######## block 1 ########
### Floorplan with the power grid, block 1

The bar under the picture is 20 um long. Pins as bars on the die edge. Tap cells in gray.
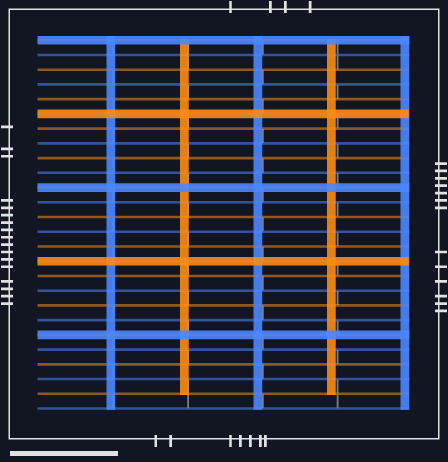
### Cells colored by class, block 1

The bar under the picture is 20 um long.
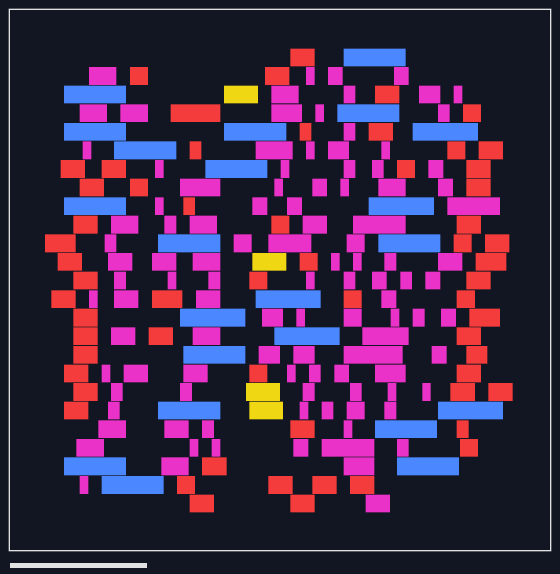
### src/rtl/shift_seq_ctrl.sv
// shift_seq_ctrl: sequenced shift-register controller.
//
// A start request in IDLE latches seed, step count and shift mode. The block
// then applies one shift per unpaused cycle until the step count is used up,
// pulses done for one cycle and returns to IDLE. Abort drops back to IDLE at
// once and leaves count and steps_left holding their current values.
//
// Configuration macro:
//   SHIFT_SEQ_JOHNSON_EN  defined   -> mode 2'b10 performs a Johnson shift
//                         undefined -> mode 2'b10 behaves as ring-left
//
// Ports:
//   clk         rising-edge clock
//   reset       asynchronous active-low reset
//   start       begin a sequence (sampled in IDLE only)
//   mode        00 ring-left, 01 ring-right, 10 Johnson, 11 hold (latched at start)
//   seed        initial pattern (latched at start)
//   steps       number of shifts to perform (latched at start)
//   pause       freeze shifting and step decrement while in RUN
//   abort       return to IDLE from RUN or DONE; blocks start in IDLE
//   count       current shift-register pattern
//   steps_left  remaining shifts
//   busy        high while in RUN
//   done        one-cycle pulse while in DONE
module shift_seq_ctrl #(
  parameter int unsigned WIDTH = 8
) (
  input  logic             clk,
  input  logic             reset,
  input  logic             start,
  input  logic [1:0]       mode,
  input  logic [WIDTH-1:0] seed,
  input  logic [WIDTH-1:0] steps,
  input  logic             pause,
  input  logic             abort,
  output logic [WIDTH-1:0] count,
  output logic [WIDTH-1:0] steps_left,
  output logic             busy,
  output logic             done
);

  typedef enum logic [1:0] {StIdle, StRun, StDone} state_e;

  state_e           state_q;
  logic [1:0]       mode_q;
  logic [WIDTH-1:0] count_q;
  logic [WIDTH-1:0] steps_q;
  logic             busy_q;
  logic             done_q;

  // One shift of the pattern for the latched mode.
  function automatic logic [WIDTH-1:0] shift_once(input logic [1:0]       m,
                                                  input logic [WIDTH-1:0] c);
    logic [WIDTH-1:0] r;
    case (m)
      2'b00:   r = {c[WIDTH-2:0], c[WIDTH-1]};
      2'b01:   r = {c[0], c[WIDTH-1:1]};
`ifdef SHIFT_SEQ_JOHNSON_EN
      2'b10:   r = {c[WIDTH-2:0], ~c[WIDTH-1]};
`else
      2'b10:   r = {c[WIDTH-2:0], c[WIDTH-1]};
`endif
      default: r = c;
    endcase
    return r;
  endfunction

  always_ff @(posedge clk or negedge reset) begin
    if (!reset) begin
      state_q <= StIdle;
      mode_q  <= 2'b00;
      count_q <= '0;
      steps_q <= '0;
      busy_q  <= 1'b0;
      done_q  <= 1'b0;
    end else begin
      case (state_q)
        StIdle: begin
          // Abort in IDLE only has the effect of blocking start.
          if (start && !abort) begin
            count_q <= seed;
            steps_q <= steps;
            mode_q  <= mode;
            if (steps != '0) begin
              state_q <= StRun;
              busy_q  <= 1'b1;
            end else begin
              // Zero-length sequence goes straight to DONE.
              state_q <= StDone;
              done_q  <= 1'b1;
            end
          end
        end

        StRun: begin
          if (abort) begin
            state_q <= StIdle;
            busy_q  <= 1'b0;
          end else if (!pause) begin
            count_q <= shift_once(mode_q, count_q);
            // steps_q is never zero in RUN, so this cannot underflow.
            steps_q <= steps_q - 1'b1;
            if (steps_q == WIDTH'(1)) begin
              state_q <= StDone;
              busy_q  <= 1'b0;
              done_q  <= 1'b1;
            end
          end
        end

        StDone: begin
          // With or without abort, DONE lasts exactly one cycle.
          state_q <= StIdle;
          done_q  <= 1'b0;
        end

        default: begin
          state_q <= StIdle;
          busy_q  <= 1'b0;
          done_q  <= 1'b0;
        end
      endcase
    end
  end

  assign count      = count_q;
  assign steps_left = steps_q;
  assign busy       = busy_q;
  assign done       = done_q;

endmodule

### config.mk
export PLATFORM = sky130hd
export DESIGN_NAME = shift_seq_ctrl
export DESIGN_NICKNAME = d
export VERILOG_FILES = /design/src/rtl/shift_seq_ctrl.sv
export SDC_FILE = /design/constraint.sdc
export NUM_CORES = 1
export LEC_CHECK = 0
export CAP_MARGIN = 20
export CELL_PAD_IN_SITES_DETAIL_PLACEMENT = 2
export CELL_PAD_IN_SITES_GLOBAL_PLACEMENT = 2
export CORE_MARGIN = 5
export CORE_UTILIZATION = 28
export CTS_CLUSTER_SIZE = 16
export DETAILED_ROUTE_END_ITERATION = 8
export GPL_TIMING_DRIVEN = 0
export MAX_ROUTING_LAYER = met4
export PLACE_DENSITY = 0.86
export SLEW_MARGIN = 20
export SYNTH_ARGS = -nofsm -noshare
export SYNTH_HDL_FRONTEND = slang
export SYNTH_SLANG_ARGS = --single-unit
### constraint.sdc
create_clock -name clk -period 1.8 [get_ports clk]
set_clock_uncertainty 0.15 [all_clocks]
set_input_delay 0.36 -clock clk [delete_from_list [all_inputs] [get_ports clk]]
set_output_delay 0.36 -clock clk [all_outputs]
set_load 0.01 [all_outputs]
==> notes.md <==
The flow ran to the end, and the final reports show no timing, DRC or antenna violations. Leaving out the clock tree, the finished layout contains an inverter count of 4. Buffers inserted to repair hold after CTS numbered 0.

OpenSTA lists the critical path endpoint as state_q[1]. At the placement stage, the worst setup path has a slack of -0.427 ns. For the max-slew headroom at the worst pin, the log shows 64.2%. The max-slew violation count came out at 0. The switching power share of the total came out at 38.0%. The slowest stage cell on the critical path is sky130_fd_sc_hd__clkdlybuf4s50_1. The clock network power reported by the tool is 0.000371 W. Reg-to-reg critical path endpoint: state_q[1].

The warning tally printed by Yosys for this design is 0. The antenna diode count was 0. Largest non-sequential cell family by area: AND-OR/OR-AND gates. The overall overflow remaining after global route is 0. In the layout the commonest cells are sky130_fd_sc_hd__clkdlybuf4s50_1, sky130_fd_sc_hd__nand2_1, sky130_fd_sc_hd__dfrtp_1, sky130_fd_sc_hd__buf_4, sky130_fd_sc_hd__o21ai_0. For the final RePlAce weighted congestion, the log shows 0.825. Setup repair after global routing could not meet its margin everywhere.

The upper clock frequency limit was 562 MHz. The number of levels in the clock H-tree is 1. The combinational logic power is 0.00142 W, and the final critical-path required period is 1.78 ns. Per the detail_route log, the uppermost layer with routed signals is met4. Global routing used 15.9% of the available tracks.

The run gives 0.00180 sq mm for the placed cell area. The layout has 59 buffers outside the clock class. The internal portion of total power is 0.00168 W, and the synthesis-to-finish area growth is 53.8%. The logs give 41 for the top-level port count and 0.377 ns for the minimum hold slack. The met2 wirelength from detailed routing is 2.49 mm.

For this run, the leading register cell type out of synthesis is sky130_fd_sc_hd__dfrtp_1. The synthesis report lists the most area-consuming cells as sky130_fd_sc_hd__dfrtp_1, sky130_fd_sc_hd__mux2_2, sky130_fd_sc_hd__mux2i_1. Across all layers, the routed design uses 1317 vias.

The type of the worst setup path was in2reg. The switching component of the power was reported as 0.00103 W. The clock passes through at most 2 buffers. At the worst endpoint, the arrival time is 1.80 ns. The share of the core area taken by cells at floorplan is 28.6%. Tap insertion was completed with 54 tapcells.

According to the finish report, the design has a final net count of 218. The leakage power was 0.868 nW. The synthesis report gives the async set-or-reset register share as 100%. In this run the full chip footprint comes out at 0.00624 sq mm. Half-perimeter wire length of the detailed placement result: 3.41 mm.

In this run the critical path is formed by clkdlybuf4s50_1 -> nor4_4 -> and2_1 -> nand2_1 -> a2111oi_2. The cell-mix breakdown from Yosys lists the simple-gate area share as 18.2%. The endpoint of the worst hold path is reported as done.

The group drawing the most power was combinational logic. The worst setup path is launched from a primary input. The fraction of final layout cells with drive strength greater than 1 works out to 28.1%. The run gives 41.3% as the register area share after synthesis. The count of unique library cells instantiated by Yosys is 39. Cell type with the largest total area: sky130_fd_sc_hd__dfrtp_1. The run gives 0 for the initial antenna violation count. The slew of the pin with the lowest slew margin was 0.537 ns.

The critical path endpoint has a required time of 1.82 ns. The detailed placer reported the number of placed instances as 229. The worst reg-to-reg path cell count works out to 4. Dividing the final minimum period by the clock period gives 98.8%.
About 'Floorplan with the power grid' of block 1:
| color | net |
|---|---|
| orange | VDD |
| blue | VSS |
signal pins: 41
met1 rails: 26
maximum vdd ir drop: 0.462 mV
die height: 79.0 um
area of the core region: 0.00466 sq mm
die width: 79.0 um

About 'Cells colored by class' of block 1:
| color | class | cells | share of their area |
|---|---|---|---|
| magenta | remaining logic cells | 107 | 41% |
| red | remaining buffers and delay cells | 59 | 28% |
| blue | registers | 22 | 28% |
| yellow | clock drivers and dummy loads | 4 | 2.8% |
final std cell area, no fill: 0.00205 sq mm
flip-flop and latch share of the layout cell area: 27.2%


######## block 2 ########
### Placed standard cells, block 2

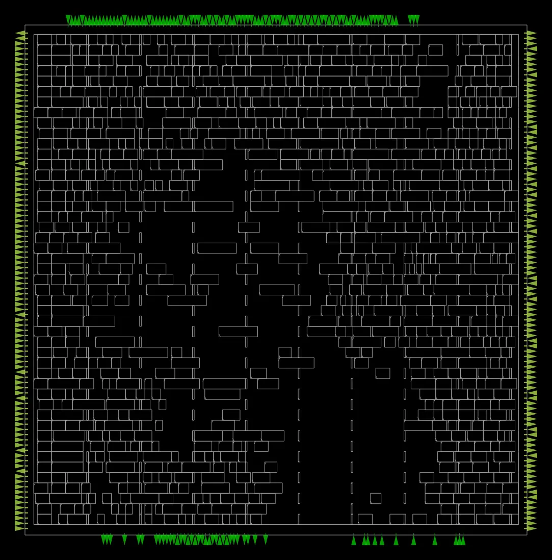
<file path="config.mk">
export PLATFORM = sky130hd
export DESIGN_NAME = bus_arbiter
export DESIGN_NICKNAME = d
export VERILOG_FILES = /design/src/rtl/bus_arbiter.sv
export SDC_FILE = /design/constraint.sdc
export NUM_CORES = 1
export LEC_CHECK = 0
export CORE_AREA = 2 2 129 131
export CTS_CLUSTER_SIZE = 12
export DETAILED_ROUTE_END_ITERATION = 10
export DIE_AREA = 0 0 131 133
export GPL_ROUTABILITY_DRIVEN = 1
export HOLD_SLACK_MARGIN = 0.15
export PLACE_DENSITY = 0.74
export SYNTH_ARGS = -nofsm -noshare
export SYNTH_HDL_FRONTEND = slang
export SYNTH_SLANG_ARGS = --single-unit
</file>
<file path="constraint.sdc">
create_clock -name clk -period 1.65 [get_ports clk]
set_input_delay 0.165 -clock clk [delete_from_list [all_inputs] [get_ports clk]]
set_output_delay 0.165 -clock clk [all_outputs]
set_load 0.01 [all_outputs]
</file>
<file path="src/rtl/bus_arbiter.sv">
// Purpose: round-robin two-master arbiter for the single-outstanding peripheral bus, with hung-slave timeout.
// Latency: grant registered one edge after request; completion strobe is combinational with s_ready.
// Backpressure: a master holds its request until its ready strobe; a stalled slave is cut off after TIMEOUT_CYCLES.
//
// Ports:
//   clk, rst                      clock and synchronous active-high reset
//   m0_*/m1_*                     master request (valid/write/addr/wdata) and completion (ready/rdata)
//   s_*                           request to and completion from the slave/bridge
//   gnt                           one-hot registered grant (bit0 = m0, bit1 = m1, 00 = idle)
//   err_pulse, err_addr           timeout completion strobe and address of the last timed-out transaction
module bus_arbiter #(
   parameter int          TIMEOUT_CYCLES = 256,
   parameter logic [31:0] ERR_DATA       = 32'hDEAD_BEEF
) (
   input  logic        clk,
   input  logic        rst,
   input  logic        m0_valid,
   input  logic        m0_write,
   input  logic [31:0] m0_addr,
   input  logic [31:0] m0_wdata,
   output logic [31:0] m0_rdata,
   output logic        m0_ready,
   input  logic        m1_valid,
   input  logic        m1_write,
   input  logic [31:0] m1_addr,
   input  logic [31:0] m1_wdata,
   output logic [31:0] m1_rdata,
   output logic        m1_ready,
   output logic        s_valid,
   output logic        s_write,
   output logic [31:0] s_addr,
   output logic [31:0] s_wdata,
   input  logic [31:0] s_rdata,
   input  logic        s_ready,
   output logic [1:0]  gnt,
   output logic        err_pulse,
   output logic [31:0] err_addr
);

   typedef enum logic [1:0] {
      IDLE  = 2'd0,
      BUSY0 = 2'd1,
      BUSY1 = 2'd2
   } state_t;

   // Counter only needs to reach TIMEOUT_CYCLES-1; keep at least one bit when the timeout is tiny or disabled.
   localparam int              CW       = (TIMEOUT_CYCLES > 1) ? $clog2(TIMEOUT_CYCLES) : 1;
   localparam logic [CW-1:0]   CNT_LAST = (TIMEOUT_CYCLES > 0) ? CW'(TIMEOUT_CYCLES - 1) : '0;
   localparam logic [CW-1:0]   CNT_MAX  = '1;

   state_t        state, state_nxt;
   logic          prio, prio_nxt;
   logic [CW-1:0] cnt, cnt_nxt;
   logic          err_addr_ld;
   logic          done;
   logic [31:0]   rdata_c;

   // Request of whichever master currently owns the bus.
   logic          sel_valid;
   logic          sel_write;
   logic [31:0]   sel_addr;
   logic [31:0]   sel_wdata;
   logic          timeout_hit;

   assign sel_valid = (state == BUSY1) ? m1_valid : m0_valid;
   assign sel_write = (state == BUSY1) ? m1_write : m0_write;
   assign sel_addr  = (state == BUSY1) ? m1_addr  : m0_addr;
   assign sel_wdata = (state == BUSY1) ? m1_wdata : m0_wdata;

   assign timeout_hit = (TIMEOUT_CYCLES != 0) && (cnt == CNT_LAST);

   assign gnt = {state == BUSY1, state == BUSY0};

   always_ff @(posedge clk) begin
      if (rst) begin
         state    <= IDLE;
         prio     <= 1'b0;
         cnt      <= '0;
         err_addr <= '0;
      end else begin
         state <= state_nxt;
         prio  <= prio_nxt;
         cnt   <= cnt_nxt;
         if (err_addr_ld) begin
            err_addr <= sel_addr;
         end
      end
   end

   always_comb begin
      state_nxt   = state;
      prio_nxt    = prio;
      cnt_nxt     = cnt;
      s_valid     = 1'b0;
      s_write     = 1'b0;
      s_addr      = '0;
      s_wdata     = '0;
      err_pulse   = 1'b0;
      err_addr_ld = 1'b0;
      done        = 1'b0;
      rdata_c     = '0;

      case (state)
         IDLE: begin
            cnt_nxt = '0;
            if (m0_valid && m1_valid) begin
               state_nxt = prio ? BUSY1 : BUSY0;
            end else if (m0_valid) begin
               state_nxt = BUSY0;
            end else if (m1_valid) begin
               state_nxt = BUSY1;
            end
         end

         BUSY0, BUSY1: begin
            s_write = sel_write;
            s_addr  = sel_addr;
            s_wdata = sel_wdata;
            if (!sel_valid) begin
               // Master abandoned its request: release the bus silently, fairness untouched.
               state_nxt = IDLE;
               cnt_nxt   = '0;
            end else if (s_ready) begin
               // A slave completion in the timeout cycle still counts as a normal completion.
               s_valid = 1'b1;
               done    = 1'b1;
               rdata_c = s_rdata;
            end else if (timeout_hit) begin
               done        = 1'b1;
               rdata_c     = ERR_DATA;
               err_pulse   = 1'b1;
               err_addr_ld = 1'b1;
            end else begin
               s_valid = 1'b1;
               if (cnt != CNT_MAX) begin
                  cnt_nxt = cnt + 1'b1;
               end
            end

            if (done) begin
               state_nxt = IDLE;
               prio_nxt  = (state == BUSY0);
               cnt_nxt   = '0;
            end
         end

         default: begin
            state_nxt = IDLE;
         end
      endcase
   end

   assign m0_ready = done && (state == BUSY0);
   assign m1_ready = done && (state == BUSY1);
   assign m0_rdata = m0_ready ? rdata_c : '0;
   assign m1_rdata = m1_ready ? rdata_c : '0;

endmodule

</file>
==> notes.md <==
The switching power share of the total came out at 33.3%. The run gives 0.37 ns for the delay of the slowest critical-path stage. For reference, the critical path is launched at state[1]. After filler insertion, the fill cell instance count of the layout stands at 1288. The vertical die size was 133 um; the largest vdd supply drop was 0.478 mV. Class of the most critical hold timing path: in2reg. The number of logged tool warnings is 32, and the cell depth of the worst hold path is 2. The run gives 0.613 ns for the slew of the pin with the lowest slew margin. The run gives 13.3% for the area share of and-or/or-and cells after synthesis. The most area-hungry cell class in the final design is non-clock buffers. Register area share after synthesis: 25.6%. For the final hold violation count, the log shows 0.

For the worst reg-to-reg path, the startpoint reported by OpenROAD is state[0]. Final critical-path setup slack: -0.589 ns. The logs give 0.00760 sq mm for the placed cell area and -74.09 ns for the sum of negative setup slack. Most used routing layer in global routing: met2.

The global routing usage on met2 was 44.4%. After synthesis, the netlist uses 32 different library cells. The run gives 0 as the remaining number of nets flagged by the antenna check after routing.

The flow ran to the end, but the final reports show violations. Summed over all instances, the cell type with the most area after synthesis is sky130_fd_sc_hd__dfxtp_1. The worst setup path is launched from a flop. In the synthesized netlist, mux cells make up 20.5% of the area. The run gives 177 for the final setup violation count.

In this run, power in flip-flops and latches comes to 0.00105 W. The final reports fail on negative setup slack. Looking at the hold checks, the worst path lands on prio.

The root buffer cell chosen for the clock tree is sky130_fd_sc_hd__clkbuf_16. Routing resource usage on met1 recorded by global route was 24.1%. The slowest stage cell on the critical path was sky130_fd_sc_hd__dfxtp_2.
About 'Placed standard cells' of block 2:
Cell Count, Final, Fillers Out: 1110
flip-flop and latch share of the layout cell area: 8.88%
tapcells inserted: 220


######## block 3 ########
[config.mk]
export PLATFORM = sky130hd
export DESIGN_NAME = hex_step_counter
export DESIGN_NICKNAME = d
export VERILOG_FILES = /design/src/rtl/hex_step_counter_pkg.sv /design/src/rtl/hex_step_counter_seg7.sv /design/src/rtl/hex_step_counter.sv
export SDC_FILE = /design/constraint.sdc
export NUM_CORES = 1
export LEC_CHECK = 0
export ABC_CLOCK_PERIOD_IN_PS = 3300
export CAP_MARGIN = 30
export CORE_ASPECT_RATIO = 0.8
export CORE_UTILIZATION = 50
export CTS_BUF_LIST = sky130_fd_sc_hd__clkbuf_16
export CTS_CLUSTER_DIAMETER = 120
export DETAILED_ROUTE_END_ITERATION = 10
export PLACE_DENSITY = 0.7
export RECOVER_POWER = 25
export SETUP_SLACK_MARGIN = 0.4
export SLEW_MARGIN = 20
export SYNTH_ARGS = -nofsm -noshare
export SYNTH_HDL_FRONTEND = slang
export SYNTH_SLANG_ARGS = --single-unit
[constraint.sdc]
create_clock -name clk -period 3.3 [get_ports clk]
set_input_delay 0.66 -clock clk [delete_from_list [all_inputs] [get_ports clk]]
set_output_delay 0.66 -clock clk [all_outputs]
set_load 0.01 [all_outputs]
[src/rtl/hex_step_counter_pkg.sv]
// Shared types and constants for the hex step counter.
// State encoding and the hex digit segment patterns.
package hex_step_counter_pkg;

  typedef enum logic [1:0] {
    ST_IDLE   = 2'd0,
    ST_HOLD   = 2'd1,
    ST_REPEAT = 2'd2
  } state_t;

  // Active-high {g,f,e,d,c,b,a}; entry 0 is the rightmost element.
  localparam logic [15:0][6:0] SEG_LUT = {
    7'h71, 7'h79, 7'h5E, 7'h39,
    7'h7C, 7'h77, 7'h6F, 7'h7F,
    7'h07, 7'h7D, 7'h6D, 7'h66,
    7'h4F, 7'h5B, 7'h06, 7'h3F
  };

endpackage

[src/rtl/hex_step_counter_seg7.sv]
// Hex digit to active-high 7-segment pattern.
// Purely combinational; the caller registers it.
module hex_to_seg7
  import hex_step_counter_pkg::*;
(
  input  logic [3:0] hex,
  output logic [6:0] seg
);

  assign seg = SEG_LUT[hex];

endmodule

[src/rtl/hex_step_counter.sv]
// Button-driven hex counter with hold auto-repeat.
// Drives a registered 7-segment pattern of the count.
module hex_step_counter
  import hex_step_counter_pkg::*;
#(
  parameter int CLK_FREQ_HZ    = 12000000,
  parameter int HOLD_TIME_MS   = 500,
  parameter int REPEAT_TIME_MS = 100,
  parameter bit SEG_ACTIVE_LOW = 1'b0
) (
  input  logic       clk,
  input  logic       rst_n,
  input  logic       btn_up,
  input  logic       btn_down,
  input  logic       btn_clr,
  output logic [3:0] count,
  output logic [6:0] seg,
  output logic       step_tick,
  output logic       wrap_tick
);

  localparam longint HOLD_L =
    longint'(CLK_FREQ_HZ) * longint'(HOLD_TIME_MS) / 1000;
  localparam longint REP_L =
    longint'(CLK_FREQ_HZ) * longint'(REPEAT_TIME_MS) / 1000;
  localparam int HOLD_CNT   = int'(HOLD_L);
  localparam int REPEAT_CNT = int'(REP_L);
  localparam int MAX_CNT    =
    (HOLD_CNT > REPEAT_CNT) ? HOLD_CNT : REPEAT_CNT;
  localparam int TW = $clog2(MAX_CNT + 1);

  localparam logic [TW-1:0] HOLD_LAST = TW'(HOLD_CNT - 1);
  localparam logic [TW-1:0] REP_LAST  = TW'(REPEAT_CNT - 1);
  localparam logic [6:0] SEG_RST =
    SEG_ACTIVE_LOW ? ~SEG_LUT[0] : SEG_LUT[0];

  state_t        state_q, state_d;
  logic [TW-1:0] timer_q, timer_d;
  logic [3:0]    count_d;
  logic          dir_q, dir_d;
  logic          prev_up_q, prev_dn_q;
  logic          rise_up, rise_dn, held;
  logic          do_step, step_dn, wrap_d;
  logic [6:0]    seg_pat;

  assign rise_up = btn_up & ~prev_up_q;
  assign rise_dn = btn_down & ~prev_dn_q;
  assign held    = dir_q ? btn_down : btn_up;

  // Next state, timer and step request of the press/hold FSM.
  always_comb begin
    state_d = state_q;
    timer_d = timer_q;
    dir_d   = dir_q;
    do_step = 1'b0;
    step_dn = dir_q;
    if (btn_clr) begin
      state_d = ST_IDLE;
      timer_d = '0;
    end else begin
      case (state_q)
        ST_IDLE: begin
          if (rise_up ^ rise_dn) begin
            do_step = 1'b1;
            step_dn = rise_dn;
            dir_d   = rise_dn;
            timer_d = '0;
            state_d = ST_HOLD;
          end
        end
        ST_HOLD: begin
          if (!held) begin
            state_d = ST_IDLE;
            timer_d = '0;
          end else if (timer_q == HOLD_LAST) begin
            do_step = 1'b1;
            timer_d = '0;
            state_d = ST_REPEAT;
          end else begin
            timer_d = timer_q + 1'b1;
          end
        end
        ST_REPEAT: begin
          if (!held) begin
            state_d = ST_IDLE;
            timer_d = '0;
          end else if (timer_q == REP_LAST) begin
            do_step = 1'b1;
            timer_d = '0;
          end else begin
            timer_d = timer_q + 1'b1;
          end
        end
        default: begin
          state_d = ST_IDLE;
          timer_d = '0;
        end
      endcase
    end
  end

  // Modulo-16 count update with wrap detection.
  always_comb begin
    count_d = count;
    wrap_d  = 1'b0;
    if (btn_clr) begin
      count_d = 4'h0;
    end else if (do_step) begin
      if (step_dn) begin
        count_d = count - 4'h1;
        wrap_d  = (count == 4'h0);
      end else begin
        count_d = count + 4'h1;
        wrap_d  = (count == 4'hF);
      end
    end
  end

  // Decode the next count so seg lands with count.
  hex_to_seg7 u_seg (
    .hex (count_d),
    .seg (seg_pat)
  );

  // All state and outputs registered together.
  always_ff @(posedge clk) begin
    if (!rst_n) begin
      state_q   <= ST_IDLE;
      timer_q   <= '0;
      dir_q     <= 1'b0;
      prev_up_q <= 1'b1;
      prev_dn_q <= 1'b1;
      count     <= 4'h0;
      seg       <= SEG_RST;
      step_tick <= 1'b0;
      wrap_tick <= 1'b0;
    end else begin
      state_q   <= state_d;
      timer_q   <= timer_d;
      dir_q     <= dir_d;
      prev_up_q <= btn_up;
      prev_dn_q <= btn_down;
      count     <= count_d;
      seg       <= SEG_ACTIVE_LOW ? ~seg_pat : seg_pat;
      step_tick <= do_step & ~btn_clr;
      wrap_tick <= wrap_d & ~btn_clr;
    end
  end

endmodule

==> notes.md <==
Die boundary width: 77.9 um. The layer flagged by global routing as most heavily used is met1. The post-route cell area was 0.00298 sq mm; the number of filler instances in the final layout was 348.

Summed over all nets, wire length on met2 after detailed routing comes to 2.28 mm. From synthesis to final layout, the design area changed by 29.4%. TritonCTS built the clock tree.

Global routing consumed, on the met3 layer, 4.96% of the routing resources. The largest cell class by area is multi-input combinational cells. At the worst endpoint, the required time is 3.49 ns. Across every metal layer, demand over resource in global routing totals 24.2%. The detail route stage leaves a number of antenna-violating nets equal to 0. In this run the standard cell core region covers 0.00431 sq mm.

The sequential power is 0.000507 W. As logged by OpenROAD, the buffers inserted on ports number 17. The run gives 9.20 mm for the wire length of the first global-routing pass. The worst path in the final design needs a cycle of 2.77 ns, including I/O delays and setup. The run gives 0 as the final hold violation count. The critical path is of the reg2reg type. The internal portion of the total power is 0.000918 W.

The run finished with clean final reports. The run gives 823 sq um for the sequential cell area. With the clock tree buffer count of the final layout at 5, the register bit total from synthesis is 41.

For this run, asynchronously set or reset flops after synthesis account for 0%. The script parses the final routing iteration and logs DRC violations as 0. Summed over all nets, the switching power comes to 0.000266 W. Clock tree buffers and inverters occupy 5.45% of the routed design's cell area. The run gives 21.5% for the fraction of final layout cells with drive strength greater than 1. Power attributed to combinational cells is 0.000138 W.

Leakage power: 1.19 nW. Checking max transition, the worst relative margin is 61.5%.
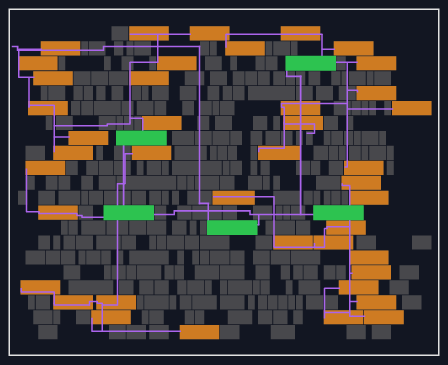
*Clock network drawn from the DEF, block 3*
[purple] clock wires | length: 529 um
[orange] flip-flops | count: 41
[green] clock-net drivers | count: 5
flops lie: widely spread
clk pwr: 0.000540 W
clock network fraction of design power: 45.6%
later-pin clock latency in the skew report: 0.28 ns

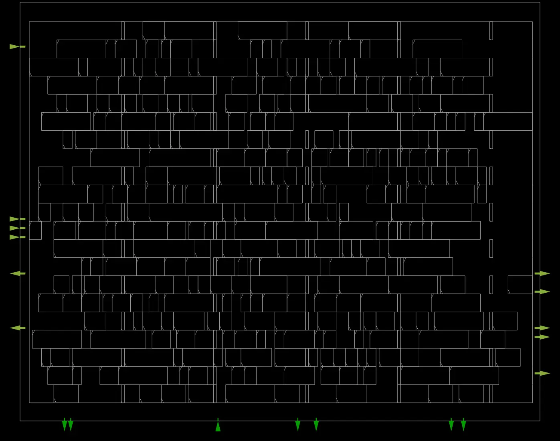
*Placed standard cells, block 3*
Cell Count, Final, Fillers Out: 378
Post-Route Utilization: 69.2%
tapcells inserted: 57


######## block 4 ########
$ cat src/rtl/fetch_unit.sv
// ============================================================================
//  Module   : fetch_unit
//  Purpose  : Instruction fetch sequencer (IDLE/FETCH/LOAD/EXEC/HALT) with PC.
//  Revision : 1.0  initial release
// ============================================================================
`default_nettype none

module fetch_unit #(
    parameter logic [7:0] PC_RESET = 8'h00,
    parameter logic [7:0] HALT_OP  = 8'hFF
) (
    input  logic       clk,
    input  logic       reset,
    input  logic       run,
    output logic       mem_req,
    output logic [7:0] mem_addr,
    input  logic       mem_ready,
    input  logic [7:0] mem_data,
    output logic       ir_load,
    output logic [7:0] ir_data,
    input  logic       exec_done,
    input  logic       branch_en,
    input  logic [7:0] branch_target,
    output logic [7:0] pc,
    output logic       halted
);

    typedef enum logic [2:0] {
        S_IDLE  = 3'd0,
        S_FETCH = 3'd1,
        S_LOAD  = 3'd2,
        S_EXEC  = 3'd3,
        S_HALT  = 3'd4
    } state_t;

    state_t     state_q;
    logic [7:0] pc_q;
    logic [7:0] ir_data_q;
    logic       mem_req_q;
    logic       ir_load_q;
    logic       halted_q;

    // Outputs are registered alongside the state so each one is a clean Moore
    // signal of the state being entered.
    always_ff @(posedge clk or negedge reset) begin
        if (!reset) begin
            state_q   <= S_IDLE;
            pc_q      <= PC_RESET;
            ir_data_q <= 8'h00;
            mem_req_q <= 1'b0;
            ir_load_q <= 1'b0;
            halted_q  <= 1'b0;
        end else begin
            case (state_q)
                S_IDLE: begin
                    if (run) begin
                        state_q   <= S_FETCH;
                        mem_req_q <= 1'b1;
                    end
                end
                S_FETCH: begin
                    if (mem_ready) begin
                        state_q   <= S_LOAD;
                        ir_data_q <= mem_data;
                        pc_q      <= pc_q + 8'd1;
                        mem_req_q <= 1'b0;
                        ir_load_q <= 1'b1;
                    end
                end
                S_LOAD: begin
                    ir_load_q <= 1'b0;
                    if (ir_data_q == HALT_OP) begin
                        state_q  <= S_HALT;
                        halted_q <= 1'b1;
                    end else begin
                        state_q <= S_EXEC;
                    end
                end
                S_EXEC: begin
                    if (exec_done) begin
                        if (branch_en) begin
                            pc_q <= branch_target;
                        end
                        if (run) begin
                            state_q   <= S_FETCH;
                            mem_req_q <= 1'b1;
                        end else begin
                            state_q <= S_IDLE;
                        end
                    end
                end
                S_HALT: begin
                    state_q <= S_HALT;
                end
                default: begin
                    state_q   <= S_IDLE;
                    mem_req_q <= 1'b0;
                    ir_load_q <= 1'b0;
                    halted_q  <= 1'b0;
                end
            endcase
        end
    end

    assign mem_req  = mem_req_q;
    assign mem_addr = pc_q;
    assign pc       = pc_q;
    assign ir_load  = ir_load_q;
    assign ir_data  = ir_data_q;
    assign halted   = halted_q;

endmodule

`default_nettype wire

$ cat config.mk
export PLATFORM = sky130hd
export DESIGN_NAME = fetch_unit
export DESIGN_NICKNAME = d
export VERILOG_FILES = /design/src/rtl/fetch_unit.sv
export SDC_FILE = /design/constraint.sdc
export NUM_CORES = 1
export LEC_CHECK = 0
export CAP_MARGIN = 20
export CORE_UTILIZATION = 46
export DETAILED_ROUTE_END_ITERATION = 8
export PLACE_DENSITY_LB_ADDON = 0.1
export SLEW_MARGIN = 20
export SYNTH_ARGS = -nofsm -noshare
export SYNTH_HDL_FRONTEND = slang
export SYNTH_SLANG_ARGS = --single-unit
$ cat constraint.sdc
create_clock -name clk -period 3 [get_ports clk]
set_clock_uncertainty 0.15 [all_clocks]
set_input_delay 0.45 -clock clk [delete_from_list [all_inputs] [get_ports clk]]
set_output_delay 0.45 -clock clk [all_outputs]
set_load 0.05 [all_outputs]
==> notes.md <==
The global routing usage on met2 came out at 32.7%. In the final design database the tool counted 188 nets. CTS reports a maximum clock tree buffer depth of 2. By count the netlist is led by sky130_fd_sc_hd__dfrtp_1, sky130_fd_sc_hd__nand2_1, sky130_fd_sc_hd__o21ai_0, sky130_fd_sc_hd__a21oi_1, sky130_fd_sc_hd__buf_4.

Buffers inserted to repair hold after CTS numbered 0. For this design the top-level I/O count stands at 49. Setup repair after global routing left no endpoint under its margin. The commonest register cell is sky130_fd_sc_hd__dfrtp_1.

Per the post-synthesis stats, the area per cell is 9.85 sq um. Die boundary width: 53.9 um. Recorded from the global router log, the overflow total was 0.

Of all the cell area in the finished design, non-clock buffers hold 28.6%. Summed over all nets, wire length on met3 after detailed routing comes to 141 um. According to the hold report, the worst path is of the in2async type. In this run the tool buffered the top-level ports with 48 buffer cells.

After synthesis, the netlist uses 36 different library cells. The number of levels in the clock H-tree was 1; the antenna diode count was 0. Per the timing report, the most critical flop-to-flop path originates at state_q[1]. For reference, the critical path is launched at mem_addr[4]. According to the timing report, the critical path is captured at pc[4].

The flow ran to the end, and the final reports show no timing, DRC or antenna violations. Per the synthesis report, the single largest cell type by area occupies 44.4% of cell area. The worst reg-to-reg path cell count works out to 3. The fraction of the mapped netlist area in simple logic gates came out at 16.8%. The worst setup path is captured at a primary output. The area taken by sequential standard cells is reported as 551 sq um. The run gives 0 as the yosys synthesis warning count.
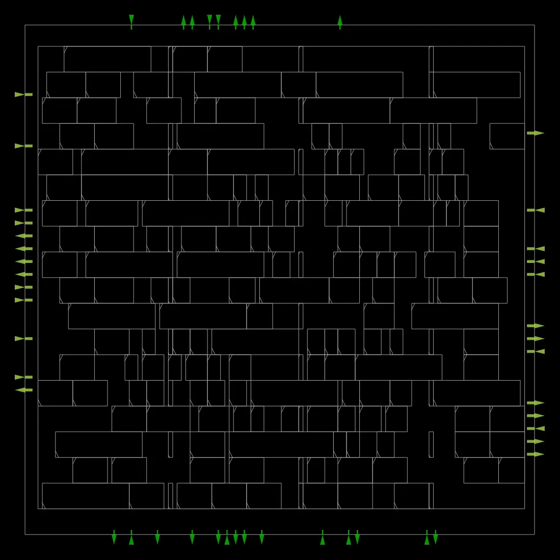
*Placed standard cells, block 4*
Cell Count, Final, Fillers Out: 194
Core Rows: 18
# fillers: 217
flop count: 22
Post-Route Utilization: 67.6%

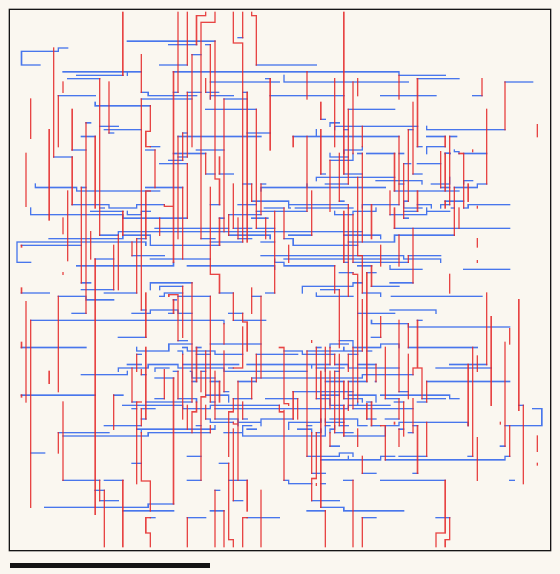
*Wiring by layer, block 4*
The bar under the picture is 20 um long. Only two layers are drawn.
| color | layer | wire length |
|---|---|---|
| red | M2 | 1280 um |
| blue | M1 | 1220 um |
overall track demand over capacity in global routing: 20.4%
vias post-DR: 1071
drt wl/cell: 13.8 um

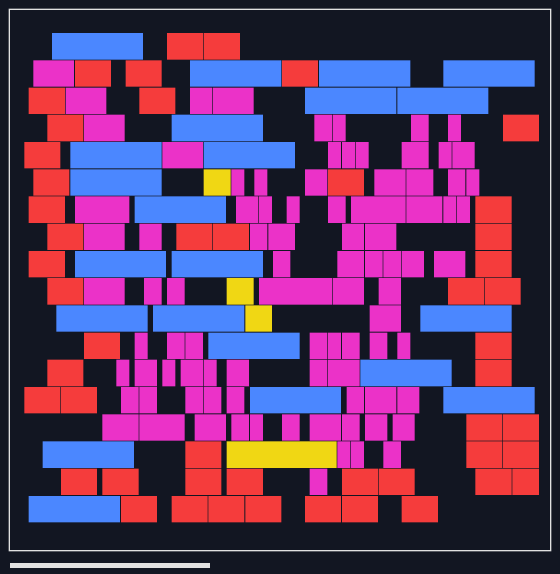
*Cells colored by class, block 4*
The bar under the picture is 20 um long.
| color | class | cells | share of their area |
|---|---|---|---|
| blue | registers | 22 | 33% |
| magenta | remaining logic cells | 89 | 35% |
| red | remaining buffers and delay cells | 49 | 29% |
| yellow | clock drivers and dummy loads | 4 | 3.2% |


######## block 5 ########
### src/rtl/sig_dump_engine.sv
// Compliance-signature engine: snoops begin/end/halt marker writes, then reads the signature region
// (one outstanding read) and streams it; halt write at N gives rd_req at N+2, output word held until sig_ready.
module sig_dump_engine #(
  parameter int              AW         = 32,
  parameter int              DW         = 32,
  parameter logic [AW-1:0]   BEGIN_ADDR = 'h508,
  parameter logic [AW-1:0]   END_ADDR   = 'h50c,
  parameter logic [AW-1:0]   HALT_ADDR  = 'h600,
  parameter logic [AW-1:0]   MEM_BASE   = 'h4000_0000,
  parameter int              MAX_WORDS  = 1024,
  parameter int              TMO_W      = 24
) (
  input  logic          clk,
  input  logic          rst_n,
  input  logic          enable,
  input  logic          mon_we,
  input  logic [AW-1:0] mon_addr,
  input  logic [DW-1:0] mon_wdat,
  output logic          rd_req,
  output logic [AW-1:0] rd_addr,
  input  logic          rd_gnt,
  input  logic          rd_vld,
  input  logic [DW-1:0] rd_dat,
  output logic          sig_valid,
  output logic [DW-1:0] sig_data,
  output logic          sig_last,
  input  logic          sig_ready,
  output logic          busy,
  output logic          done,
  output logic          err_range,
  output logic          err_timeout,
  output logic [15:0]   word_cnt
);

  localparam int              BPW     = DW / 8;
  localparam int              SHIFT   = $clog2(BPW);
  localparam logic [AW-1:0]   BPW_A   = AW'(BPW);
  localparam logic [AW-1:0]   ALIGN_M = BPW_A - AW'(1);
  localparam logic [AW-1:0]   MAXW_A  = AW'(MAX_WORDS);
  localparam logic [TMO_W-1:0] TMO_LIM = {{(TMO_W-1){1'b1}}, 1'b0};

  typedef enum logic [2:0] {
    S_IDLE, S_ARMED, S_CHECK, S_RDREQ, S_RDWAIT, S_OUT, S_DONE, S_ERR
  } state_t;

  state_t           state, nxt;
  logic [AW-1:0]    beg_r, end_r, ptr, span;
  logic             beg_v, end_v;
  logic [TMO_W-1:0] wd;
  logic             stale;
  logic             ptr_bad, last_word, halt_hit, take_rd, hs, abandon;

  assign span      = end_r - beg_r;
  assign halt_hit  = mon_we && (mon_addr == HALT_ADDR);
  assign take_rd   = rd_vld && !stale;
  assign hs        = (state == S_OUT) && sig_ready;
  assign last_word = (ptr + BPW_A) == end_r;

  // A read granted (or still in flight) when the dump is aborted leaves one
  // response owed to us; the stale flag swallows it so a later dump never sees it.
  assign abandon = !enable && (((state == S_RDREQ) && rd_gnt) ||
                               ((state == S_RDWAIT) && !take_rd));

  always_comb begin
    ptr_bad = !beg_v || !end_v ||
              (end_r < beg_r) ||
              (beg_r < MEM_BASE) ||
              ((beg_r & ALIGN_M) != '0) ||
              ((end_r & ALIGN_M) != '0) ||
              ((span >> SHIFT) > MAXW_A);
  end

  always_ff @(posedge clk or negedge rst_n) begin
    if (!rst_n) state <= S_IDLE;
    else        state <= nxt;
  end

  always_comb begin
    nxt = state;
    if (!enable) begin
      nxt = S_IDLE;
    end else begin
      case (state)
        S_IDLE:   nxt = S_ARMED;
        S_ARMED: begin
          if (halt_hit)          nxt = S_CHECK;
          else if (wd == TMO_LIM) nxt = S_ERR;
        end
        S_CHECK: begin
          if (ptr_bad)             nxt = S_ERR;
          else if (end_r == beg_r) nxt = S_DONE;
          else                     nxt = S_RDREQ;
        end
        S_RDREQ:  if (rd_gnt)  nxt = S_RDWAIT;
        S_RDWAIT: if (take_rd) nxt = S_OUT;
        S_OUT:    if (sig_ready) nxt = last_word ? S_DONE : S_RDREQ;
        S_DONE:   nxt = S_DONE;
        S_ERR:    nxt = S_ERR;
        default:  nxt = S_IDLE;
      endcase
    end
  end

  always_comb begin
    rd_req    = (state == S_RDREQ);
    rd_addr   = ptr;
    sig_valid = (state == S_OUT);
    sig_last  = (state == S_OUT) && last_word;
    busy      = !((state == S_IDLE) || (state == S_DONE) || (state == S_ERR));
  end

  always_ff @(posedge clk or negedge rst_n) begin
    if (!rst_n) begin
      beg_r       <= '0;
      end_r       <= '0;
      beg_v       <= 1'b0;
      end_v       <= 1'b0;
      ptr         <= '0;
      wd          <= '0;
      stale       <= 1'b0;
      sig_data    <= '0;
      done        <= 1'b0;
      err_range   <= 1'b0;
      err_timeout <= 1'b0;
      word_cnt    <= '0;
    end else begin
      if ((state == S_IDLE) && enable) begin
        done        <= 1'b0;
        err_range   <= 1'b0;
        err_timeout <= 1'b0;
        word_cnt    <= '0;
        wd          <= '0;
        beg_v       <= 1'b0;
        end_v       <= 1'b0;
      end
      // Pointer markers are only sampled while armed, so they stay frozen during a dump.
      if (state == S_ARMED) begin
        wd <= wd + TMO_W'(1);
        if (mon_we && (mon_addr == BEGIN_ADDR)) begin
          beg_r <= AW'(mon_wdat);
          beg_v <= 1'b1;
        end
        if (mon_we && (mon_addr == END_ADDR)) begin
          end_r <= AW'(mon_wdat);
          end_v <= 1'b1;
        end
      end
      if (state == S_CHECK) ptr <= beg_r;
      if (hs) begin
        ptr      <= ptr + BPW_A;
        word_cnt <= word_cnt + 16'd1;
      end
      if ((state == S_RDWAIT) && take_rd) sig_data <= rd_dat;
      if ((nxt == S_DONE) && (state != S_DONE)) done <= 1'b1;
      if ((state == S_CHECK) && (nxt == S_ERR)) err_range <= 1'b1;
      if ((state == S_ARMED) && (nxt == S_ERR)) err_timeout <= 1'b1;
      stale <= (stale && !rd_vld) || abandon;
    end
  end

endmodule

### config.mk
export PLATFORM = sky130hd
export DESIGN_NAME = sig_dump_engine
export DESIGN_NICKNAME = d
export VERILOG_FILES = /design/src/rtl/sig_dump_engine.sv
export SDC_FILE = /design/constraint.sdc
export NUM_CORES = 1
export LEC_CHECK = 0
export CAP_MARGIN = 10
export CELL_PAD_IN_SITES_DETAIL_PLACEMENT = 0
export CELL_PAD_IN_SITES_GLOBAL_PLACEMENT = 1
export CORE_MARGIN = 2
export CORE_UTILIZATION = 43
export CTS_BUF_LIST = sky130_fd_sc_hd__clkbuf_16
export CTS_CLUSTER_SIZE = 8
export DETAILED_ROUTE_END_ITERATION = 8
export HOLD_SLACK_MARGIN = 0.15
export MAX_ROUTING_LAYER = met4
export PLACE_DENSITY = 0.83
export SETUP_SLACK_MARGIN = 0.2
export SYNTH_ARGS = -nofsm -noshare
export SYNTH_HDL_FRONTEND = slang
export SYNTH_SLANG_ARGS = --single-unit
### constraint.sdc
create_clock -name clk -period 8.1 [get_ports clk]
set_input_delay 1.62 -clock clk [delete_from_list [all_inputs] [get_ports clk]]
set_output_delay 1.62 -clock clk [all_outputs]
set_load 0.02 [all_outputs]
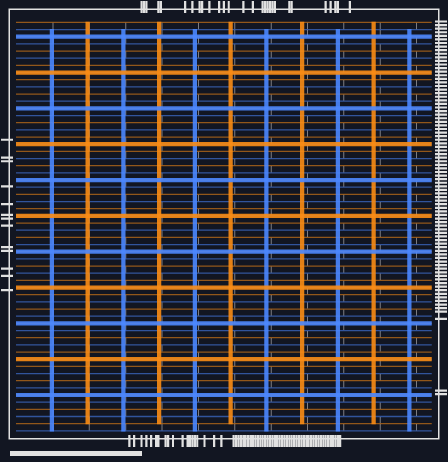
*Floorplan with the power grid, block 5*
The bar under the picture is 50 um long. Pins as bars on the die edge. Tap cells in gray.
| color | net |
|---|---|
| blue | VSS |
| orange | VDD |
tap cells: 324
met1 rails: 58

==> notes.md <==
The flow ran to the end, and the final reports show no timing, DRC or antenna violations. Looking at the max-slew report, the worst-margin pin has a slew of 0.995 ns. During I/O placement, the number of pins put on the boundary was 190. Across the whole layout, storage elements account for 0.00443 sq mm. The run gives 1505 for the number of nets in the finished design. The critical path ends at sig_last. The portion of synthesized area spent on multiplexers is 7.51%. Per the cell usage report, the commonest logic cells after layout are sky130_fd_sc_hd__clkdlybuf4s50_1, sky130_fd_sc_hd__dfrtp_1, sky130_fd_sc_hd__nand2_1, sky130_fd_sc_hd__o21ai_0, sky130_fd_sc_hd__nor2_1. The number of antenna diodes in the final layout is 0. Wire length of the first global-routing pass: 52.6 mm. In the global route stage, met2 resource usage came out at 42.2%.

Among all flip-flop cells after synthesis, the most frequent one is sky130_fd_sc_hd__dfrtp_1. The tools report the startpoint kind of the worst setup timing path as a flop. The slowest stage cell on the critical path is sky130_fd_sc_hd__nor4_1. The worst hold path terminates at wd[12]. The count of inverters other than clock inverters in the layout works out to 56. The run gives 0.0264 sq mm as the die outline area. The run gives 0 for the remaining number of nets flagged by the antenna check after routing. Counting plain and timing-repair buffers in the layout gives 200.

Summed standard-cell area reported by yosys: 0.0108 sq mm. For the yosys synthesis warning count, the log shows 0. The layout stage reports a final design area of 0.0135 sq mm.

Buffering stage count on the worst path with inverters included: 1. TritonCTS built the clock tree. Uppermost signal routing layer after detailed routing: met4. The tools report the routed via count as 9965. Critical path capture point type: a primary output.

The multi-input combinational area share is 43.9%, and the footprint of the multi-input gates is 0.00594 sq mm. Synthesis inferred 177 register bits. Per the final report, the share of cell area in clock cells is 4.20%. For the floorplan core area, the log shows 0.0245 sq mm. For flop-to-flop paths, the worst setup slack is 3.65 ns. The number of levels in the clock H-tree came out at 4. The total overflow left after global routing is 0. Via count of the first global-routing pass: 9406. For this design the ratio of total power to cell area is 215 mW/mm^2. The vertical die size came out at 162 um. With the violation count after the first detailed-route iteration at 793, the clock tree buffer count of the final layout is 17. In this run the layout overhead on the synthesized area is reported as 25.3%.

Net switching is 35.9% of the power. Summed over all nets, wire length on met2 after detailed routing comes to 15.7 mm. The run gives 14.8 mm for the routed metal-1 wire length. The clock tree has to reach 177 sinks. For reference, the most critical setup path is categorized as reg2out.

The final critical-path required period came out at 6.29 ns.

######## block 6 ########
[src/rtl/adx_mem_resp.sv]
// adx_mem_resp -- memory-side responder for the m6502 address path.
//
// Accepts a CPU access (ADL/ADH address bytes, R/W, write data), waits
// WAIT_STATES cycles, runs one cycle on a 1-cycle synchronous RAM and
// returns read data with a one-cycle rdy pulse. A new request may be
// accepted in the RESP cycle, giving one access per WAIT_STATES+2 cycles.
//
// Optional feature macro: ZP_FAST_EN -- zero-page accesses (adh==8'h00)
// skip the wait states entirely (latency 2).
//
// Ports:
//   clk, reset          clock, synchronous active-high reset
//   req, adl, adh, rw, di  CPU request, address bytes, 1=read, write data
//   dout, rdy, busy     read data (bypassed while rdy), done pulse, in-progress
//   mem_addr, mem_en, mem_we, mem_wdata, mem_rdata  sync-RAM interface
//
// WAIT_STATES must lie in 0..15 (4-bit wait counter).
module adx_mem_resp #(
  parameter int WAIT_STATES = 2
) (
  input  logic        clk,
  input  logic        reset,
  input  logic        req,
  input  logic [7:0]  adl,
  input  logic [7:0]  adh,
  input  logic        rw,
  input  logic [7:0]  di,
  output logic [7:0]  dout,
  output logic        rdy,
  output logic        busy,
  output logic [15:0] mem_addr,
  output logic        mem_en,
  output logic        mem_we,
  output logic [7:0]  mem_wdata,
  input  logic [7:0]  mem_rdata
);

  localparam logic [1:0] S_IDLE   = 2'd0;
  localparam logic [1:0] S_WAIT   = 2'd1;
  localparam logic [1:0] S_ACCESS = 2'd2;
  localparam logic [1:0] S_RESP   = 2'd3;

  localparam bit         HAS_WAIT = (WAIT_STATES > 0);
  localparam logic [3:0] CNT_INIT = HAS_WAIT ? 4'(WAIT_STATES - 1) : 4'd0;

  logic [1:0] state;
  logic [3:0] cnt;
  logic       rw_q;
  logic [7:0] dout_q;
  logic       accept;
  logic       fast;

  // Requests are only looked at when the responder is free: IDLE, or the
  // RESP cycle of the previous access (back-to-back).
  assign accept = req && ((state == S_IDLE) || (state == S_RESP));

`ifdef ZP_FAST_EN
  assign fast = (adh == 8'h00);
`else
  assign fast = 1'b0;
`endif

  always_ff @(posedge clk) begin
    if (reset) begin
      state     <= S_IDLE;
      cnt       <= 4'd0;
      rw_q      <= 1'b1;
      dout_q    <= 8'h00;
      mem_addr  <= 16'h0000;
      mem_wdata <= 8'h00;
    end else begin
      case (state)
        S_WAIT: begin
          if (cnt == 4'd0) state <= S_ACCESS;
          else             cnt   <= cnt - 4'd1;
        end
        S_ACCESS: state <= S_RESP;
        S_RESP: begin
          if (rw_q) dout_q <= mem_rdata;
          state <= S_IDLE;
        end
        default: ;
      endcase
      // Acceptance overrides the RESP->IDLE move above.
      if (accept) begin
        mem_addr  <= {adh, adl};
        rw_q      <= rw;
        mem_wdata <= di;
        cnt       <= CNT_INIT;
        state     <= (!HAS_WAIT || fast) ? S_ACCESS : S_WAIT;
      end
    end
  end

  // Reset gates the strobes in the same cycle so an abandoned access never
  // touches the RAM or signals completion.
  assign mem_en = (state == S_ACCESS) && !reset;
  assign mem_we = mem_en && !rw_q;
  assign rdy    = (state == S_RESP) && !reset;
  assign busy   = (state != S_IDLE);
  // RAM data lands in the RESP cycle; bypass it so the CPU sees it with rdy.
  assign dout   = (rdy && rw_q) ? mem_rdata : dout_q;

endmodule

[config.mk]
export PLATFORM = sky130hd
export DESIGN_NAME = adx_mem_resp
export DESIGN_NICKNAME = d
export VERILOG_FILES = /design/src/rtl/adx_mem_resp.sv
export SDC_FILE = /design/constraint.sdc
export NUM_CORES = 1
export LEC_CHECK = 0
export CAP_MARGIN = 20
export CORE_ASPECT_RATIO = 2
export CORE_MARGIN = 2
export CORE_UTILIZATION = 40
export CTS_BUF_LIST = sky130_fd_sc_hd__clkbuf_2
export DETAILED_ROUTE_END_ITERATION = 16
export PLACE_DENSITY = 0.89
export RECOVER_POWER = 25
export SLEW_MARGIN = 15
export SYNTH_ARGS = -nofsm -noshare
export SYNTH_HDL_FRONTEND = slang
export SYNTH_SLANG_ARGS = --single-unit
[constraint.sdc]
create_clock -name clk -period 1.8 [get_ports clk]
set_input_delay 0.27 -clock clk [delete_from_list [all_inputs] [get_ports clk]]
set_output_delay 0.27 -clock clk [all_outputs]
set_load 0.1 [all_outputs]
==> notes.md <==
The flow ran to the end, but the final reports show violations. The final reports fail on negative setup slack. The number of CTS-inserted buffers is 5. Type of the worst setup path: reg2out. Global routing consumed, on the met1 layer, 19.9% of the routing resources. The run gives 13.8 um for the detail-routed net length per standard cell.

The synthesized design contains 39 register bits. The number of cells on the critical path was 5; the net count of the mapped netlist was 239. Final hold analysis gives a worst-case slack of 0.408 ns.

The sequential fraction of total cell area is 29.3%, and the number of setup buffers added after CTS is 3. OpenROAD reports that the post-layout worst path occupies 110% of the period. The class of the most critical hold timing path was in2reg. The run gives 10 for the final setup violation count. The total routing usage reported by global routing came out at 20.4%.

The worst path in the final design needs a cycle of 1.98 ns, including I/O delays and setup. The run gives 1.61 mm for the routed metal-1 wire length. The run gives 4.67% for the post-synthesis share of cell area spent on full adders, half adders and majority gates. Counting flops per register, the top entry is mem_addr. The logs give 0.11 ns for the worst-case register-to-register setup slack and 0 for the max-slew violation count.

The tools report the clock root buffer as sky130_fd_sc_hd__clkbuf_2. Required time of the critical path: 1.53 ns. The reg-to-reg critical path endpoint was mem_addr[13]. The slowest stage cell on the critical path is sky130_fd_sc_hd__dfxtp_4. With the number of enable-type register cells in the synthesized netlist at 0, the post-route non-filler standard cell count is 330. In the synthesized netlist, the cells that appear most often are sky130_fd_sc_hd__nand2_1, sky130_fd_sc_hd__dfxtp_1, sky130_fd_sc_hd__a21oi_1, sky130_fd_sc_hd__clkbuf_1, sky130_fd_sc_hd__nand3_1. The run gives -0.182 ns for the final critical-path setup slack.

VDD sags by at most 1.22 mV. Maximum number of pins on one net before global-route repair: 37. In the layout the commonest cells are sky130_fd_sc_hd__nand2_1, sky130_fd_sc_hd__dfxtp_1, sky130_fd_sc_hd__a21oi_1, sky130_fd_sc_hd__clkdlybuf4s50_1, sky130_fd_sc_hd__buf_4. The analysis attributes to cell leakage a power of 1.12 nW. According to the cell report, flip-flops and latches in the layout number 39. Measured against the total synthesized area, the mux share comes to 6.22%.

For this run, the register share of the synthesized area comes to 48.5%. The run gives 2.72 mm for the met2 wirelength from detailed routing.
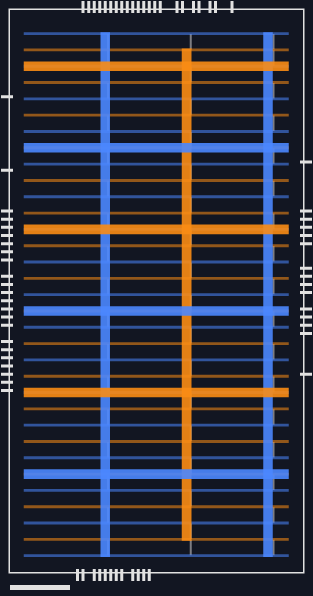
*Floorplan with the power grid, block 6*
The bar under the picture is 10 um long. Pins as bars on the die edge. Tap cells in gray.
| color | net |
|---|---|
| orange | VDD |
| blue | VSS |
tap cells: 51
signal pins: 72
met4 straps: 3
met5 straps: 6
rows: 32

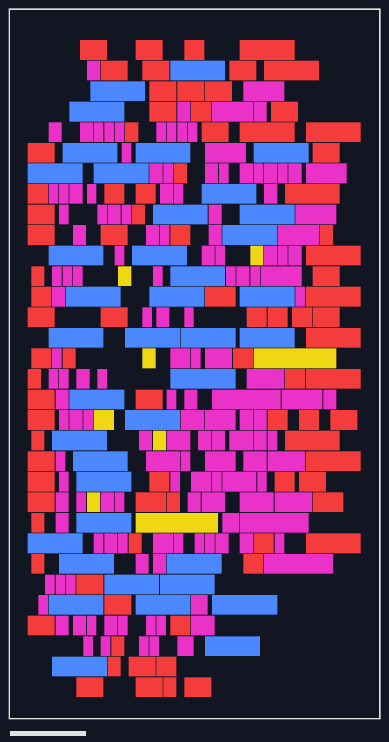
*Cells colored by class, block 6*
The bar under the picture is 10 um long.
| color | class | cells | share of their area |
|---|---|---|---|
| red | remaining buffers and delay cells | 86 | 33% |
| magenta | remaining logic cells | 146 | 34% |
| blue | registers | 39 | 30% |
| yellow | clock drivers and dummy loads | 8 | 3.5% |
final std cell area, no fill: 0.00269 sq mm
area of the core region: 0.00384 sq mm
Post-Route Utilization: 70.0%

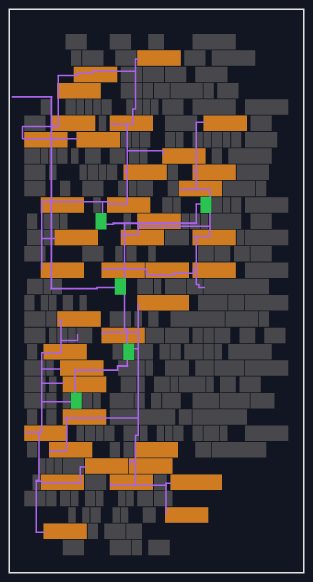
*Clock network drawn from the DEF, block 6*
[green] clock-net drivers | count: 5
[orange] flip-flops | count: 39
[purple] clock wires | length: 437 um
routed clock nets: 6



==> screenshots <==
Wiring by layer.
shot_01.png
The bar under the picture is 20 um long. Only two layers are drawn.
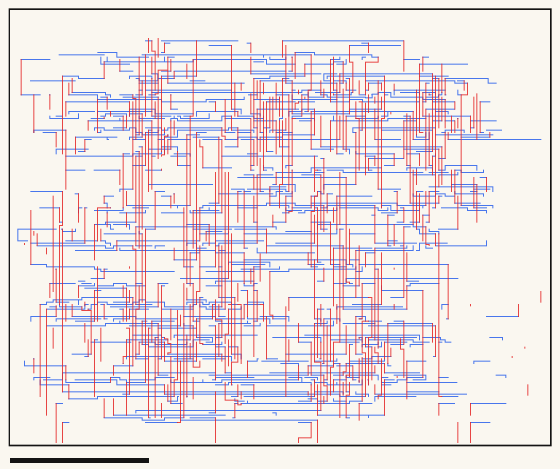
shot_02.png
The bar under the picture is 50 um long. Only two layers are drawn.
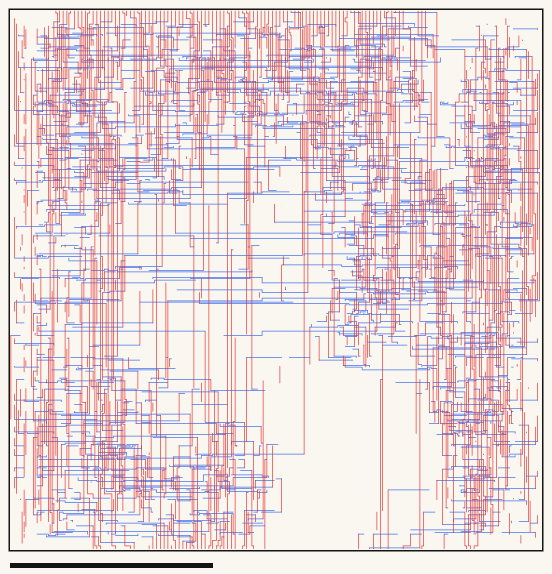
shot_03.png
The bar under the picture is 20 um long. Only two layers are drawn.
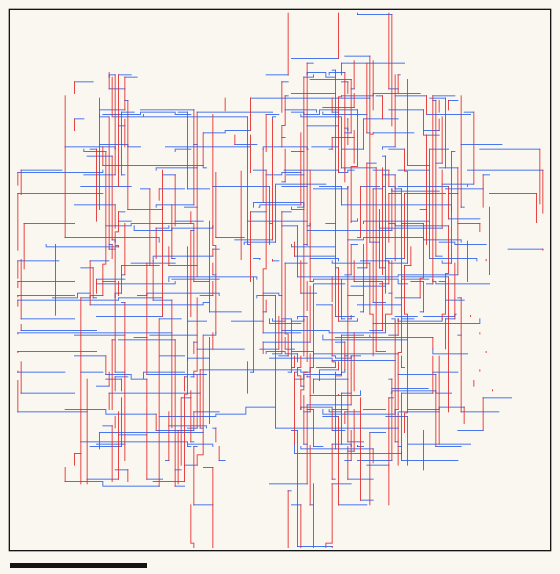
shot_04.png
The bar under the picture is 10 um long. Only two layers are drawn.
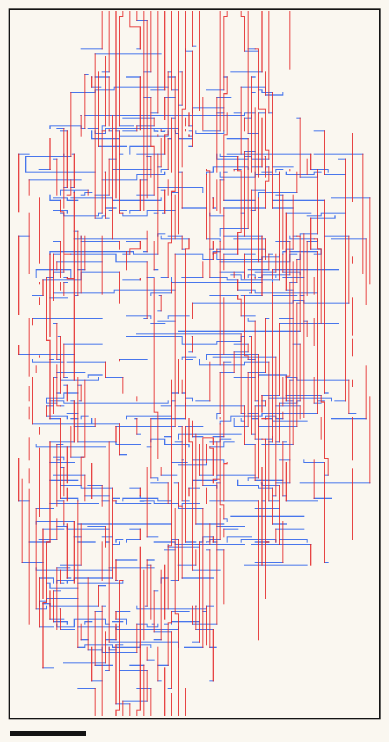
shot_05.png
The bar under the picture is 50 um long. Only two layers are drawn.
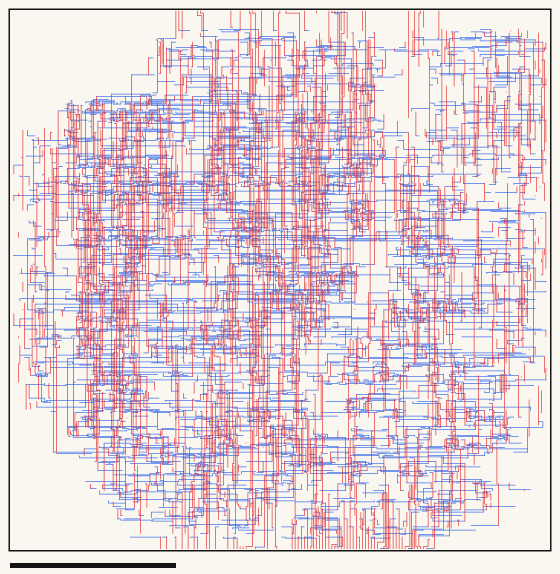
Of these, most wire: shot_05.png
Of these, largest die: shot_05.png
shot_03.png is block 1.
shot_02.png is block 2.
shot_01.png is block 3.
shot_04.png is block 6.
shot_05.png is block 5.

Power figures rest on the tool's default switching activity, not on a simulated workload.
